######## design 1 ########
`config.mk`:
```
export PLATFORM = sky130hd
export DESIGN_NAME = pipe_stall_controller
export DESIGN_NICKNAME = d
export VERILOG_FILES = /design/src/rtl/pipe_ctrl_pkg.sv /design/src/rtl/forward_select_unit.sv /design/src/rtl/pipe_stall_controller.sv
export SDC_FILE = /design/constraint.sdc
export NUM_CORES = 1
export LEC_CHECK = 0
export ABC_AREA = 1
export CAP_MARGIN = 15
export CORE_MARGIN = 8
export CORE_UTILIZATION = 42
export DETAILED_ROUTE_END_ITERATION = 10
export PLACE_DENSITY = 0.76
export SLEW_MARGIN = 40
export SYNTH_ARGS = -nofsm -noshare
export SYNTH_HDL_FRONTEND = slang
export SYNTH_SLANG_ARGS = --single-unit
```
`constraint.sdc`:
```
create_clock -name clock -period 2.96 [get_ports clock]
set_input_delay 0.592 -clock clock [delete_from_list [all_inputs] [get_ports clock]]
set_output_delay 0.592 -clock clock [all_outputs]
set_load 0.05 [all_outputs]
```
`src/rtl/pipe_ctrl_pkg.sv`:
```
// Shared encodings for the pipeline stall/flush/forward controller.
// Holds the controller state type, operand-select codes and the x0 register id.
package pipe_ctrl_pkg;

    typedef enum logic [1:0] {
        ST_RUN      = 2'd0,
        ST_MEM_WAIT = 2'd1,
        ST_ERROR    = 2'd2
    } ctrl_state_t;

    localparam logic [1:0] RES_SRC_LOAD = 2'b01;

    localparam logic [1:0] FWD_RF = 2'b00;
    localparam logic [1:0] FWD_W  = 2'b01;
    localparam logic [1:0] FWD_M  = 2'b10;

    localparam logic [5:0] REG_X0 = 6'd0;

    // True when a producer register feeds a consumer; x0 never matches.
    function automatic logic reg_match(logic [5:0] prod, logic [5:0] cons);
        return (prod == cons) && (prod != REG_X0);
    endfunction

endpackage

```
`src/rtl/forward_select_unit.sv`:
```
// Operand bypass selector for one execute-stage source register.
// The memory stage wins over writeback because it holds the younger result.
module forward_select_unit
    import pipe_ctrl_pkg::*;
(
    input  logic [5:0] rs_E,
    input  logic [5:0] rd_M,
    input  logic       wr_M,
    input  logic [5:0] rd_W,
    input  logic       wr_W,
    output logic [1:0] fwd_sel
);

    // Pick the youngest in-flight producer of rs_E, else the register file.
    always_comb begin
        fwd_sel = FWD_RF;
        if (wr_M && reg_match(rd_M, rs_E)) begin
            fwd_sel = FWD_M;
        end else if (wr_W && reg_match(rd_W, rs_E)) begin
            fwd_sel = FWD_W;
        end
    end

endmodule

```
`src/rtl/pipe_stall_controller.sv`:
```
// Hazard controller for a five-stage pipe: memory-wait stalls with timeout,
// branch flushes, load-use bubbles, operand forwarding and a stall counter.
module pipe_stall_controller
    import pipe_ctrl_pkg::*;
#(
    parameter int unsigned TIMEOUT_CYCLES = 255
) (
    input  logic        clock,
    input  logic        async_reset,
    input  logic [5:0]  rs1_D,
    input  logic [5:0]  rs2_D,
    input  logic [5:0]  rs1_E,
    input  logic [5:0]  rs2_E,
    input  logic [5:0]  rd_E,
    input  logic [1:0]  result_source_E,
    input  logic        write_scalar_reg_E,
    input  logic        write_vector_reg_E,
    input  logic [5:0]  rd_M,
    input  logic        write_scalar_reg_M,
    input  logic        write_vector_reg_M,
    input  logic [5:0]  rd_W,
    input  logic        write_scalar_reg_W,
    input  logic        write_vector_reg_W,
    input  logic        branch_taken_E,
    input  logic        mem_request_M,
    input  logic        mem_ready,
    output logic        enable_F,
    output logic        enable_D,
    output logic        enable_E,
    output logic        enable_M,
    output logic        enable_W,
    output logic        flush_D,
    output logic        flush_E,
    output logic [1:0]  forward_A_E,
    output logic [1:0]  forward_B_E,
    output logic        mem_timeout,
    output logic [15:0] stall_cycles
);

    localparam int CLOG_W = $clog2(TIMEOUT_CYCLES + 1);
    localparam int CNT_W  = (CLOG_W > 8) ? CLOG_W : 8;
    localparam logic [CNT_W-1:0] TIMEOUT_W = CNT_W'(TIMEOUT_CYCLES);

    ctrl_state_t      state_q, state_d;
    logic [CNT_W-1:0] wait_cnt_q, wait_cnt_d;
    logic             mem_timeout_q, mem_timeout_d;
    logic [15:0]      stall_cycles_q, stall_cycles_d;

    logic wr_E, wr_M, wr_W;
    logic mem_stall;
    logic load_use;

    assign wr_E = write_scalar_reg_E | write_vector_reg_E;
    assign wr_M = write_scalar_reg_M | write_vector_reg_M;
    assign wr_W = write_scalar_reg_W | write_vector_reg_W;

    assign mem_stall = mem_request_M & ~mem_ready;

    assign load_use = (result_source_E == RES_SRC_LOAD) && wr_E
                    && (reg_match(rd_E, rs1_D) || reg_match(rd_E, rs2_D));

    forward_select_unit u_fwd_a (
        .rs_E    (rs1_E),
        .rd_M    (rd_M),
        .wr_M    (wr_M),
        .rd_W    (rd_W),
        .wr_W    (wr_W),
        .fwd_sel (forward_A_E)
    );

    forward_select_unit u_fwd_b (
        .rs_E    (rs2_E),
        .rd_M    (rd_M),
        .wr_M    (wr_M),
        .rd_W    (rd_W),
        .wr_W    (wr_W),
        .fwd_sel (forward_B_E)
    );

    // Pipe enables and flushes: error > memory stall > branch > load-use.
    always_comb begin
        enable_F = 1'b1;
        enable_D = 1'b1;
        enable_E = 1'b1;
        enable_M = 1'b1;
        enable_W = 1'b1;
        flush_D  = 1'b0;
        flush_E  = 1'b0;
        if (async_reset) begin
            enable_F = 1'b1;
        end else if (state_q == ST_ERROR || mem_stall) begin
            enable_F = 1'b0;
            enable_D = 1'b0;
            enable_E = 1'b0;
            enable_M = 1'b0;
            enable_W = 1'b0;
        end else if (branch_taken_E) begin
            flush_D = 1'b1;
            flush_E = 1'b1;
        end else if (load_use) begin
            enable_F = 1'b0;
            enable_D = 1'b0;
            flush_E  = 1'b1;
        end
    end

    // Memory-wait state machine and its timeout counter.
    always_comb begin
        state_d    = state_q;
        wait_cnt_d = wait_cnt_q;
        case (state_q)
            ST_RUN: begin
                if (mem_stall) begin
                    state_d    = ST_MEM_WAIT;
                    wait_cnt_d = '0;
                end
            end
            ST_MEM_WAIT: begin
                if (!mem_stall) begin
                    state_d    = ST_RUN;
                    wait_cnt_d = '0;
                end else begin
                    wait_cnt_d = wait_cnt_q + 1'b1;
                    if (wait_cnt_d >= TIMEOUT_W) begin
                        state_d = ST_ERROR;
                    end
                end
            end
            ST_ERROR: begin
                state_d = ST_ERROR;
            end
            default: begin
                state_d    = ST_RUN;
                wait_cnt_d = '0;
            end
        endcase
    end

    // Sticky timeout flag and saturating stall counter.
    always_comb begin
        mem_timeout_d  = mem_timeout_q | (state_d == ST_ERROR);
        stall_cycles_d = stall_cycles_q;
        if (!enable_D && stall_cycles_q != 16'hFFFF) begin
            stall_cycles_d = stall_cycles_q + 16'd1;
        end
    end

    // Controller state registers.
    always_ff @(posedge clock or posedge async_reset) begin
        if (async_reset) begin
            state_q        <= ST_RUN;
            wait_cnt_q     <= '0;
            mem_timeout_q  <= 1'b0;
            stall_cycles_q <= 16'd0;
        end else begin
            state_q        <= state_d;
            wait_cnt_q     <= wait_cnt_d;
            mem_timeout_q  <= mem_timeout_d;
            stall_cycles_q <= stall_cycles_d;
        end
    end

    assign mem_timeout  = mem_timeout_q;
    assign stall_cycles = stall_cycles_q;

endmodule

```
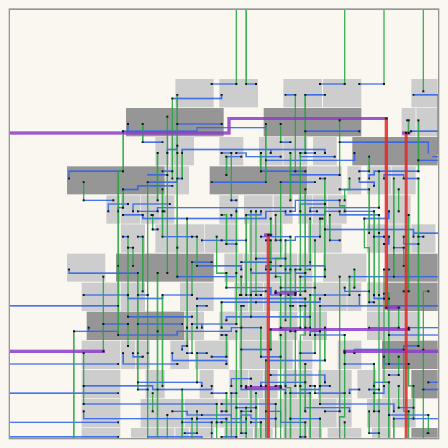
**Above:** design 1 (layout detail).
Region (3, 48) to (43, 88) um. Cells in gray, sequential cells in the stronger gray; small squares are vias.
[M4] red
[M1] blue
[M2] green
[M3] purple
cells with their middle in the window: 98
sequential cells in the window: 10
most frequent: nand2_2 (17), nand3_1 (14), nand2_1 (14)
netlist names of flops here include: stall_cycles (10)

==> qor_table.md <==
| Group | Metric | Value |
|---|---|---|
| run status | Result of the run | completed |
| cells and area | Filler Cells Inserted | 502 |
| critical path | Crit path depth | 10 |
| sta | RSZ-0062 raised after global routing | false |
| cells and area | Buffers, non-clock | 84 |
| critical path | Launch point of the worst path | rd_E[2] |
| synthesis | Syn Std Cell Area | 2331 sq um |
| sta | Setup skew after layout | 0.006116 ns |
| worst hold path | Worst Hold Depth | 2 |
| critical path | Master of the slowest instance on the critical path | clkdlybuf4s50_1 |
| clocking | Reg clk slew, reported paths | 0.10 ns |
| synthesis | Synth cell count leaders | nand2_1, inv_1, nand3_1 |
| cells and area | Combinational gate count | 251 |
| cells and area | Non-filler instance count after layout | 493 |
| synthesis | Cell types occupying the most area after synthesis | dfrtp_1, nand2_1, nand3_1 |
| run | Max Cap Viol | 0 |
| synthesis | Cell with the most instances after synthesis | nand2_1 |
| sta | Upper clock frequency limit | 0.3713 GHz |
| synthesis | Largest combinational cell category by area | simple AND/OR/NAND/NOR gates |
| synthesis | Number of enable-type register cells in the synthesized netlist | 0 |
| synthesis | Number of register bits inferred by synthesis | 27 |
| synthesis | Average instance area after synthesis | 6.876 sq um |
| sta | Number of pins with negative max-slew slack in the final report | 0 |
| synthesis | Post-synth top area share | 28.99% |
| route | Detail Route met3 WL | 161 um |
-- registers in the layout, summed over array words and instances (netlist names) --
signal        count
stall_cycles     16
state_q           2
wait_cnt_q        8
mem_timeout       1
-- cells in the final DEF (no fill, tap or decap), types with 7 or more instances in the layout --
| cell | count |
|---|---|
| xor2_1 | 15 |
| inv_1 | 48 |
| nand4_1 | 8 |
| nor2_1 | 28 |
| inv_2 | 7 |
| nand3_1 | 37 |
| dfrtp_1 | 27 |
| o21ai_0 | 7 |
| clkdlybuf4s50_1 | 71 |
| nand2_2 | 19 |
| buf_4 | 7 |
| xnor2_1 | 14 |
| nand2_1 | 81 |

######## design 2 ########
**Design 2: layout detail**

Region (28, 125) to (68, 165) um. Cells in gray, sequential cells in the stronger gray; small squares are vias.
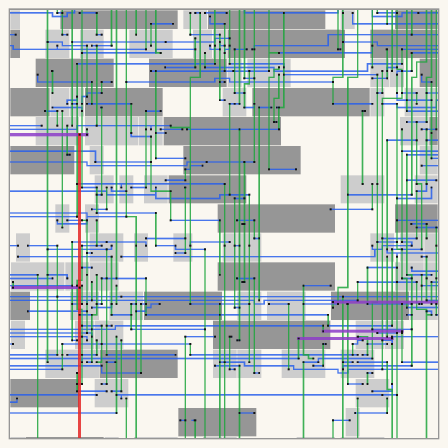
**Design 2: clock routing**

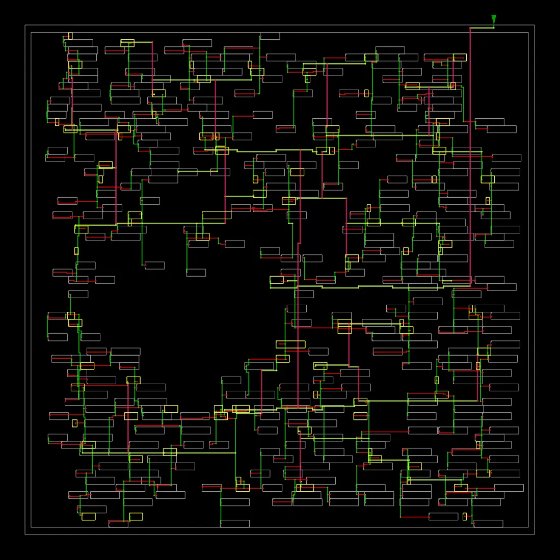
$ cat src/rtl/ysyx_22050243_ifu_pkg.sv
// Shared types and constants for the ysyx_22050243 instruction fetch unit.
package ysyx_22050243_ifu_pkg;

    localparam logic [63:0] DEFAULT_RESET_PC = 64'h8000_0000;

    typedef enum logic [1:0] {
        REQ  = 2'd0,
        WAIT = 2'd1,
        DROP = 2'd2
    } ifu_state_t;

    typedef struct packed {
        logic [63:0] pc;
        logic [31:0] inst;
    } fetch_entry_t;

    function automatic logic [63:0] align_word(input logic [63:0] addr);
        return addr & ~64'd3;
    endfunction

endpackage

$ cat src/rtl/ysyx_22050243_ifu_fifo.sv
// Small synchronous FIFO of {pc, inst} entries; head is read from registered storage.
module ysyx_22050243_ifu_fifo
    import ysyx_22050243_ifu_pkg::*;
#(
    parameter int DEPTH = 2
) (
    input  logic                     clk,
    input  logic                     rst,
    input  logic                     push,
    input  logic                     pop,
    input  logic                     flush,
    input  fetch_entry_t             din,
    output fetch_entry_t             dout,
    output logic [$clog2(DEPTH):0]   count
);
    localparam int AW = $clog2(DEPTH);
    localparam int CW = AW + 1;

    fetch_entry_t   mem_reg [DEPTH];
    logic [AW-1:0]  rd_ptr_reg;
    logic [AW-1:0]  wr_ptr_reg;
    logic [CW-1:0]  count_reg;
    logic           do_pop;
    logic           do_push;

    assign do_pop  = pop && (count_reg != '0);
    // A push into a full buffer is only legal when the head leaves in the same cycle.
    assign do_push = push && ((count_reg < CW'(DEPTH)) || do_pop);

    always_ff @(posedge clk) begin
        if (rst) begin
            for (int i = 0; i < DEPTH; i++) begin
                mem_reg[i] <= '0;
            end
        end else if (do_push && !flush) begin
            mem_reg[wr_ptr_reg] <= din;
        end
    end

    always_ff @(posedge clk) begin
        if (rst || flush) begin
            rd_ptr_reg <= '0;
            wr_ptr_reg <= '0;
            count_reg  <= '0;
        end else begin
            if (do_push) begin
                wr_ptr_reg <= wr_ptr_reg + 1'b1;
            end
            if (do_pop) begin
                rd_ptr_reg <= rd_ptr_reg + 1'b1;
            end
            count_reg <= count_reg + CW'(do_push) - CW'(do_pop);
        end
    end

    assign dout  = mem_reg[rd_ptr_reg];
    assign count = count_reg;

endmodule

$ cat src/rtl/ysyx_22050243_ifu.sv
// Instruction fetch unit: one outstanding imem request, {pc, inst} output buffer, redirect flush.
// Optional performance counters are enabled with YSYX_22050243_IFU_PERF_EN.
module ysyx_22050243_ifu
    import ysyx_22050243_ifu_pkg::*;
#(
    parameter logic [63:0] RESET_PC   = DEFAULT_RESET_PC,
    parameter int          FIFO_DEPTH = 2
) (
    input  logic        clk,
    input  logic        rst,
    output logic        imem_req_valid,
    input  logic        imem_req_ready,
    output logic [63:0] imem_req_addr,
    input  logic        imem_rsp_valid,
    input  logic [31:0] imem_rsp_data,
    input  logic        redirect_valid,
    input  logic [63:0] redirect_pc,
    output logic        id_valid,
    input  logic        id_ready,
    output logic [63:0] id_pc,
    output logic [31:0] id_inst
`ifdef YSYX_22050243_IFU_PERF_EN
    ,
    output logic [63:0] perf_fetch_cnt,
    output logic [63:0] perf_drop_cnt
`endif
);
    localparam int CW = $clog2(FIFO_DEPTH) + 1;

    ifu_state_t    state_reg, state_next;
    logic [63:0]   fetch_pc_reg, fetch_pc_next;
    logic [63:0]   req_pc_reg, req_pc_next;
    logic [CW-1:0] fifo_count;
    logic          req_hs;
    logic          push;
    logic          pop;
    fetch_entry_t  push_entry;
    fetch_entry_t  head_entry;

    assign req_hs     = imem_req_valid && imem_req_ready;
    assign pop        = id_valid && id_ready;
    assign push_entry = '{pc: req_pc_reg, inst: imem_rsp_data};

    always_comb begin
        state_next     = state_reg;
        fetch_pc_next  = fetch_pc_reg;
        req_pc_next    = req_pc_reg;
        imem_req_valid = 1'b0;
        push           = 1'b0;
        case (state_reg)
            REQ: begin
                imem_req_valid = !rst && (fifo_count < CW'(FIFO_DEPTH));
                if (redirect_valid) begin
                    // An accepted wrong-path request still owes us a response to discard.
                    state_next = req_hs ? DROP : REQ;
                end else if (req_hs) begin
                    req_pc_next   = fetch_pc_reg;
                    fetch_pc_next = fetch_pc_reg + 64'd4;
                    state_next    = WAIT;
                end
            end
            WAIT: begin
                if (imem_rsp_valid) begin
                    push       = !redirect_valid;
                    state_next = REQ;
                end else if (redirect_valid) begin
                    state_next = DROP;
                end
            end
            DROP: begin
                if (imem_rsp_valid) begin
                    state_next = REQ;
                end
            end
            default: state_next = REQ;
        endcase
        if (redirect_valid) begin
            fetch_pc_next = align_word(redirect_pc);
        end
    end

    always_ff @(posedge clk) begin
        if (rst) begin
            state_reg    <= REQ;
            fetch_pc_reg <= align_word(RESET_PC);
            req_pc_reg   <= '0;
        end else begin
            state_reg    <= state_next;
            fetch_pc_reg <= fetch_pc_next;
            req_pc_reg   <= req_pc_next;
        end
    end

    ysyx_22050243_ifu_fifo #(
        .DEPTH (FIFO_DEPTH)
    ) u_fifo (
        .clk   (clk),
        .rst   (rst),
        .push  (push),
        .pop   (pop),
        .flush (redirect_valid),
        .din   (push_entry),
        .dout  (head_entry),
        .count (fifo_count)
    );

    assign imem_req_addr = fetch_pc_reg;
    assign id_valid      = (fifo_count != '0);
    assign id_pc         = head_entry.pc;
    assign id_inst       = head_entry.inst;

`ifdef YSYX_22050243_IFU_PERF_EN
    logic [63:0]   perf_fetch_reg;
    logic [63:0]   perf_drop_reg;
    logic          rsp_drop;
    logic [CW-1:0] flushed;

    assign rsp_drop = imem_rsp_valid && ((state_reg == DROP) || ((state_reg == WAIT) && redirect_valid));
    // The entry popped in a redirect cycle was consumed, so it is not counted as dropped.
    assign flushed  = redirect_valid ? (fifo_count - CW'(pop)) : '0;

    always_ff @(posedge clk) begin
        if (rst) begin
            perf_fetch_reg <= '0;
            perf_drop_reg  <= '0;
        end else begin
            perf_fetch_reg <= perf_fetch_reg + 64'(push);
            perf_drop_reg  <= perf_drop_reg + 64'(rsp_drop) + 64'(flushed);
        end
    end

    assign perf_fetch_cnt = perf_fetch_reg;
    assign perf_drop_cnt  = perf_drop_reg;
`endif

endmodule

$ cat config.mk
export PLATFORM = sky130hd
export DESIGN_NAME = ysyx_22050243_ifu
export DESIGN_NICKNAME = d
export VERILOG_FILES = /design/src/rtl/ysyx_22050243_ifu_pkg.sv /design/src/rtl/ysyx_22050243_ifu_fifo.sv /design/src/rtl/ysyx_22050243_ifu.sv
export SDC_FILE = /design/constraint.sdc
export NUM_CORES = 1
export LEC_CHECK = 0
export ABC_CLOCK_PERIOD_IN_PS = 20100
export CAP_MARGIN = 20
export CORE_MARGIN = 2
export CORE_UTILIZATION = 40
export CTS_BUF_LIST = sky130_fd_sc_hd__clkbuf_8
export CTS_CLUSTER_DIAMETER = 60
export DETAILED_ROUTE_END_ITERATION = 10
export PLACE_DENSITY = 0.62
export SLEW_MARGIN = 20
export SYNTH_ARGS = -nofsm -noshare
export SYNTH_HDL_FRONTEND = slang
export SYNTH_SLANG_ARGS = --single-unit
$ cat constraint.sdc
create_clock -name clk -period 20.1 [get_ports clk]
set_input_delay 4.02 -clock clk [delete_from_list [all_inputs] [get_ports clk]]
set_output_delay 4.02 -clock clk [all_outputs]
set_load 0.005 [all_outputs]
==> qor_table.md <==
| Group | Metric | Value |
|---|---|---|
| clocking | Longest Clk Path Bufs | 3 |
| synthesis | Syn Std Cell Area | 14,320 sq um |
| floorplanning | Die Footprint | 37,330 sq um |
| floorplanning | Starting density of the core | 40.46% |
| sta | WHS | 0.4592 ns |
| placement | Placed cell count | 1,958 |
| synthesis | Average instance area after synthesis | 10.86 sq um |
| route | Top routing layer in use | met5 |
| sta | Final critical-path required period | 9.907 ns |
| run status | Result of the run | completed |
| critical path | Worst Setup EP | imem_req_valid |
| pwr | Total combinational power | 117 uW |
| cells and area | Biggest Area Class | flip-flops and latches |
| synthesis | Synthesized netlist cell count | 1,319 |
| critical path | Launch point of the worst path | rst |
| synthesis | Number of register bits inferred by synthesis | 319 |
| critical path | Capture point of the worst reg-to-reg path | imem_req_addr[61] |
Notes on 'layout detail' of design 2 above:
[M1] blue
[M3] purple
[M2] green
[M4] red
cells with their middle in the window: 81
sequential cells in the window: 21
netlist names of flops here include: u_fifo.mem_reg (10), req_pc_reg (6), imem_req_addr (5)
most frequent: and2_1 (12), nand2_1 (11), dfxtp_1 (11)

Notes on 'clock routing' of design 2 above:
setup skew after layout: 0.02880 ns
power consumed by the clock network: 561 uW
sequential cell count: 319

==> logic make-up (layout without fill, tap and decap cells) <==
| kind of cell | count (synthesis) | count (layout) |
|---|---|---|
| simple gates | 588 | 588 |
| flops | 319 | 319 |
| compound gates | 155 | 155 |
| buf+inv | 123 | 397 |
| mux | 105 | 105 |
| xor+xnor | 25 | 25 |
| fa+ha+maj | 3 | 3 |
| other cells | 1 | 5 |
==> routing by layer <==
metal / vias up / global-route usage, %
li1: 5155 / -
met2: 312 / 32.98
met5: - / 0
met3: 62 / 4.637
met4: 6 / 6.305
met1: 5197 / 26.76

######## design 3 ########
[src/rtl/fetch_stage_pkg.sv]
// rtl/fetch_stage_pkg.sv - shared processor types and widths for the fetch stage
package fetch_stage_pkg;

    localparam int PC_WIDTH   = 12;
    localparam int INST_WIDTH = 19;
    localparam int NOP_ENC    = 0;

    typedef enum logic [1:0] {
        ST_IDLE,
        ST_RUN,
        ST_HALTED
    } fetch_state_e;

endpackage

[src/rtl/fetch_stage_if_id_reg.sv]
// rtl/fetch_stage_if_id_reg.sv - IF/ID pipeline register with write-enable and flush
module if_id_reg
    import fetch_stage_pkg::*;
#(
    parameter int PC_W   = PC_WIDTH,
    parameter int INST_W = INST_WIDTH
) (
    input  logic              clk,
    input  logic              rst,
    input  logic              we_i,
    input  logic              flush_i,
    input  logic [PC_W-1:0]   pc_plus1_i,
    input  logic [INST_W-1:0] inst_i,
    output logic [PC_W-1:0]   pc_plus1_o,
    output logic [INST_W-1:0] inst_o,
    output logic              valid_o
);

    logic [PC_W-1:0]   pc_plus1_q;
    logic [INST_W-1:0] inst_q;
    logic              valid_q;

    // Flush outranks write so a redirect always kills the wrong-path fetch.
    always_ff @(posedge clk or posedge rst) begin
        if (rst) begin
            pc_plus1_q <= '0;
            inst_q     <= '0;
            valid_q    <= 1'b0;
        end else if (flush_i) begin
            inst_q     <= INST_W'(NOP_ENC);
            valid_q    <= 1'b0;
        end else if (we_i) begin
            pc_plus1_q <= pc_plus1_i;
            inst_q     <= inst_i;
            valid_q    <= 1'b1;
        end
    end

    assign pc_plus1_o = pc_plus1_q;
    assign inst_o     = inst_q;
    assign valid_o    = valid_q;

endmodule

[src/rtl/fetch_stage.sv]
// rtl/fetch_stage.sv - instruction fetch: PC register, next-PC mux and IDLE/RUN/HALTED control
module fetch_stage
    import fetch_stage_pkg::*;
#(
    parameter int              PC_W     = PC_WIDTH,
    parameter int              INST_W   = INST_WIDTH,
    parameter logic [PC_W-1:0] RESET_PC = '0
) (
    input  logic              clk,
    input  logic              rst,
    input  logic              start,
    input  logic              stall,
    input  logic              br_taken,
    input  logic [PC_W-1:0]   br_target,
    input  logic              ret,
    input  logic [PC_W-1:0]   ret_target,
    input  logic              jmp,
    input  logic [PC_W-1:0]   jmp_target,
    input  logic [INST_W-1:0] imem_inst,
    input  logic              imem_halt,
    output logic [PC_W-1:0]   pc,
    output logic [PC_W-1:0]   if_id_pc_plus1,
    output logic [INST_W-1:0] if_id_inst,
    output logic              if_id_valid,
    output logic              halted
);

    fetch_state_e    state_q, state_d;
    logic [PC_W-1:0] pc_q, pc_d;
    logic            halted_q;
    logic [PC_W-1:0] pc_plus1;
    logic [PC_W-1:0] redir_target;
    logic            redirect;
    logic            ifid_we;
    logic            ifid_flush;

    assign pc_plus1 = pc_q + PC_W'(1);
    assign redirect = br_taken | ret | jmp;

    always_comb begin
        redir_target = jmp_target;
        if (br_taken)  redir_target = br_target;
        else if (ret)  redir_target = ret_target;
    end

    always_comb begin
        state_d    = state_q;
        pc_d       = pc_q;
        ifid_we    = 1'b0;
        ifid_flush = 1'b0;
        case (state_q)
            ST_IDLE: begin
                pc_d = RESET_PC;
                if (start) state_d = ST_RUN;
            end
            ST_RUN: begin
                if (redirect) begin
                    pc_d       = redir_target;
                    ifid_flush = 1'b1;
                end else if (!stall) begin
                    ifid_we = 1'b1;
                    // A halt is latched into IF/ID but the PC stays on it.
                    if (imem_halt) state_d = ST_HALTED;
                    else           pc_d    = pc_plus1;
                end
            end
            ST_HALTED: begin
                ifid_flush = 1'b1;
                if (br_taken) begin
                    pc_d    = br_target;
                    state_d = ST_RUN;
                end
            end
            default: state_d = ST_IDLE;
        endcase
    end

    always_ff @(posedge clk or posedge rst) begin
        if (rst) begin
            state_q  <= ST_IDLE;
            pc_q     <= RESET_PC;
            halted_q <= 1'b0;
        end else begin
            state_q  <= state_d;
            pc_q     <= pc_d;
            halted_q <= (state_d == ST_HALTED);
        end
    end

    if_id_reg #(
        .PC_W   (PC_W),
        .INST_W (INST_W)
    ) u_if_id (
        .clk        (clk),
        .rst        (rst),
        .we_i       (ifid_we),
        .flush_i    (ifid_flush),
        .pc_plus1_i (pc_plus1),
        .inst_i     (imem_inst),
        .pc_plus1_o (if_id_pc_plus1),
        .inst_o     (if_id_inst),
        .valid_o    (if_id_valid)
    );

    assign pc     = pc_q;
    assign halted = halted_q;

endmodule
[config.mk]
export PLATFORM = sky130hd
export DESIGN_NAME = fetch_stage
export DESIGN_NICKNAME = d
export VERILOG_FILES = /design/src/rtl/fetch_stage_pkg.sv /design/src/rtl/fetch_stage_if_id_reg.sv /design/src/rtl/fetch_stage.sv
export SDC_FILE = /design/constraint.sdc
export NUM_CORES = 1
export LEC_CHECK = 0
export ABC_AREA = 1
export CORE_MARGIN = 8
export CORE_UTILIZATION = 45
export DETAILED_ROUTE_END_ITERATION = 6
export HOLD_SLACK_MARGIN = 0.15
export PLACE_DENSITY = 0.77
export SYNTH_ARGS = -nofsm -noshare
export SYNTH_HDL_FRONTEND = slang
export SYNTH_HIERARCHICAL = 1
export SYNTH_SLANG_ARGS = --single-unit
[constraint.sdc]
create_clock -name clk -period 2.2 [get_ports clk]
set_input_delay 0.44 -clock clk [delete_from_list [all_inputs] [get_ports clk]]
set_output_delay 0.44 -clock clk [all_outputs]
set_load 0.02 [all_outputs]
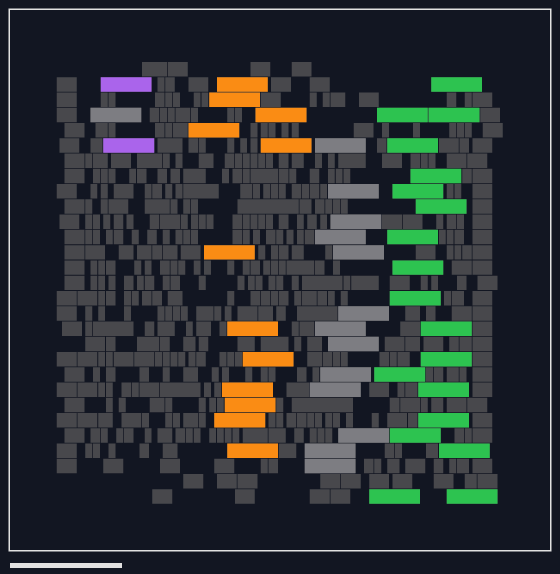
**Above:** design 3 (register map, names as in the netlist).
The bar under the picture is 20 um long. Other sequential cells in the stronger gray, the rest of the logic in the fainter gray.
[pc] orange | placed flops: 12
[u_if_id/inst_o] green | placed flops: 19
[state_q] purple | placed flops: 2
sequential fraction of total cell area: 27.60%
final core occ: 67.89%
sequential cell area: 1176 sq um
sequential power: 1.39 mW

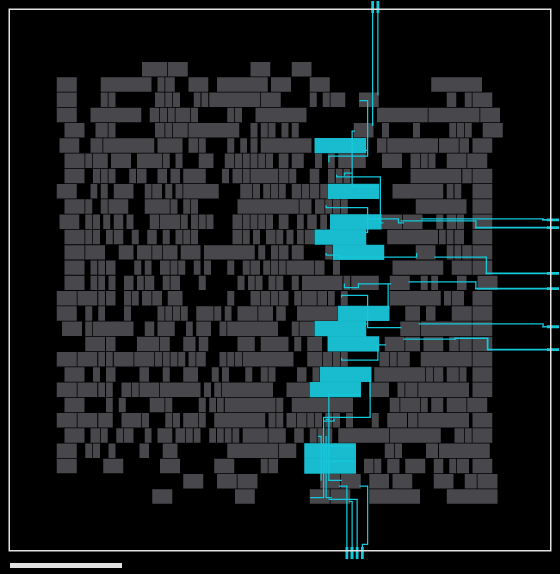
**Above:** design 3 (port wiring).
The bar under the picture is 20 um long.
[if_id_pc_plus1] cyan | direction: output | edge: 6 right, 4 bottom, 2 top | end cells: 12 | buffers: 12 | wire: 455 um

==> qor_table.md <==
| Group | Metric | Value |
|---|---|---|
| pwr | Final Power | 4.370 mW |
| placement | Port Buffer Count | 107 |
| synthesis | Area figure in the yosys stat output | 2897 sq um |
| route | Top routing layer in use | met4 |
| floorplanning | Horizontal die size | 96.23 um |
| critical path | WS Path Type | reg2reg |
| sta | Post-route clock period utilization | 86.85% |
| synthesis | Ys Warns | 6 |
| clocking | Number of buffers inserted during clock tree synthesis | 5 |
| cells and area | Top logic cell by instance count in the layout | nand2_1 |
| clocking | Cell at the root of the clock tree | clkbuf_8 |
| sta | Final critical-path required period | 1.911 ns |
| synthesis | Distinct cell type count after synthesis | 27 |
| critical path | CP Data Required Time | 2.39 ns |
| synthesis | Leading register cell type out of synthesis | dfrtp_1 |
| route | Average wire length per cell after detail routing | 13.90 um |
| route | Violation count after the first detailed-route iteration | 110 |
| placement | Placed cell count | 600 |
| pwr | Power consumed by the clock network | 731 uW |
| sta | Setup skew after layout | 0.007376 ns |
| run status | Result of the run | completed |
| synthesis | Complex Gates by Area | 5.184% |
| floorplanning | Chip height | 96.23 um |
| clocking | Clock latency of the later-clocked register in the worst-skew pair | 0.29 ns |
| critical path | Startpoint of the worst register-to-register path | state_q[0] |
| cells and area | Filler Cells Inserted | 576 |
| pwr | Power Dens Cells | 1025 nW/um^2 |
==> through the flow <==
stage / worst slack, ns / instance area, sq um
final: 0.2893 / 4262
after floorplan: 0.5093 / 2897
after global placement: 0.06108 / 4129
after global routing: 0.1138 / 4262
after detailed placement: 0.0006062 / 4129
after CTS: 0.3000 / 4262
==> area by class of cell <==
cell class                      instances  area [sq um]  area share [%]
Clock buffer                            6         72.57           1.703
Tap cell                               77         96.34           2.261
Sequential cell                        47          1176           27.60
Multi-Input combinational cell        308          1456           34.18
Inverter                               41         153.9           3.611
Clock inverter                          2         60.06           1.409
Timing Repair Buffer                  127          1246           29.24


## Gallery

Signal wires by layer.
Only two layers are drawn.
Plate I
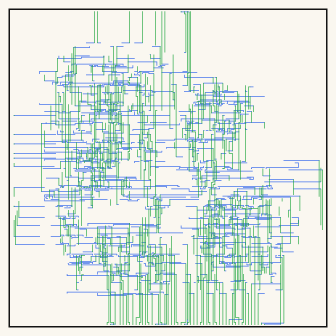
Plate II
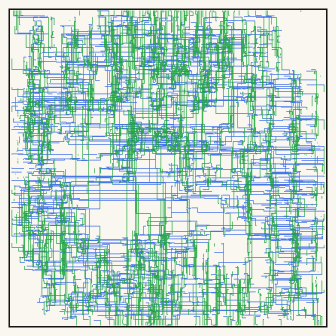
Plate III
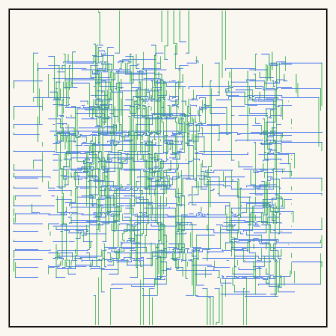
design 1 -> Plate I
design 2 -> Plate II
design 3 -> Plate III

No activity file was given, so power comes from the tool's default toggle rates.
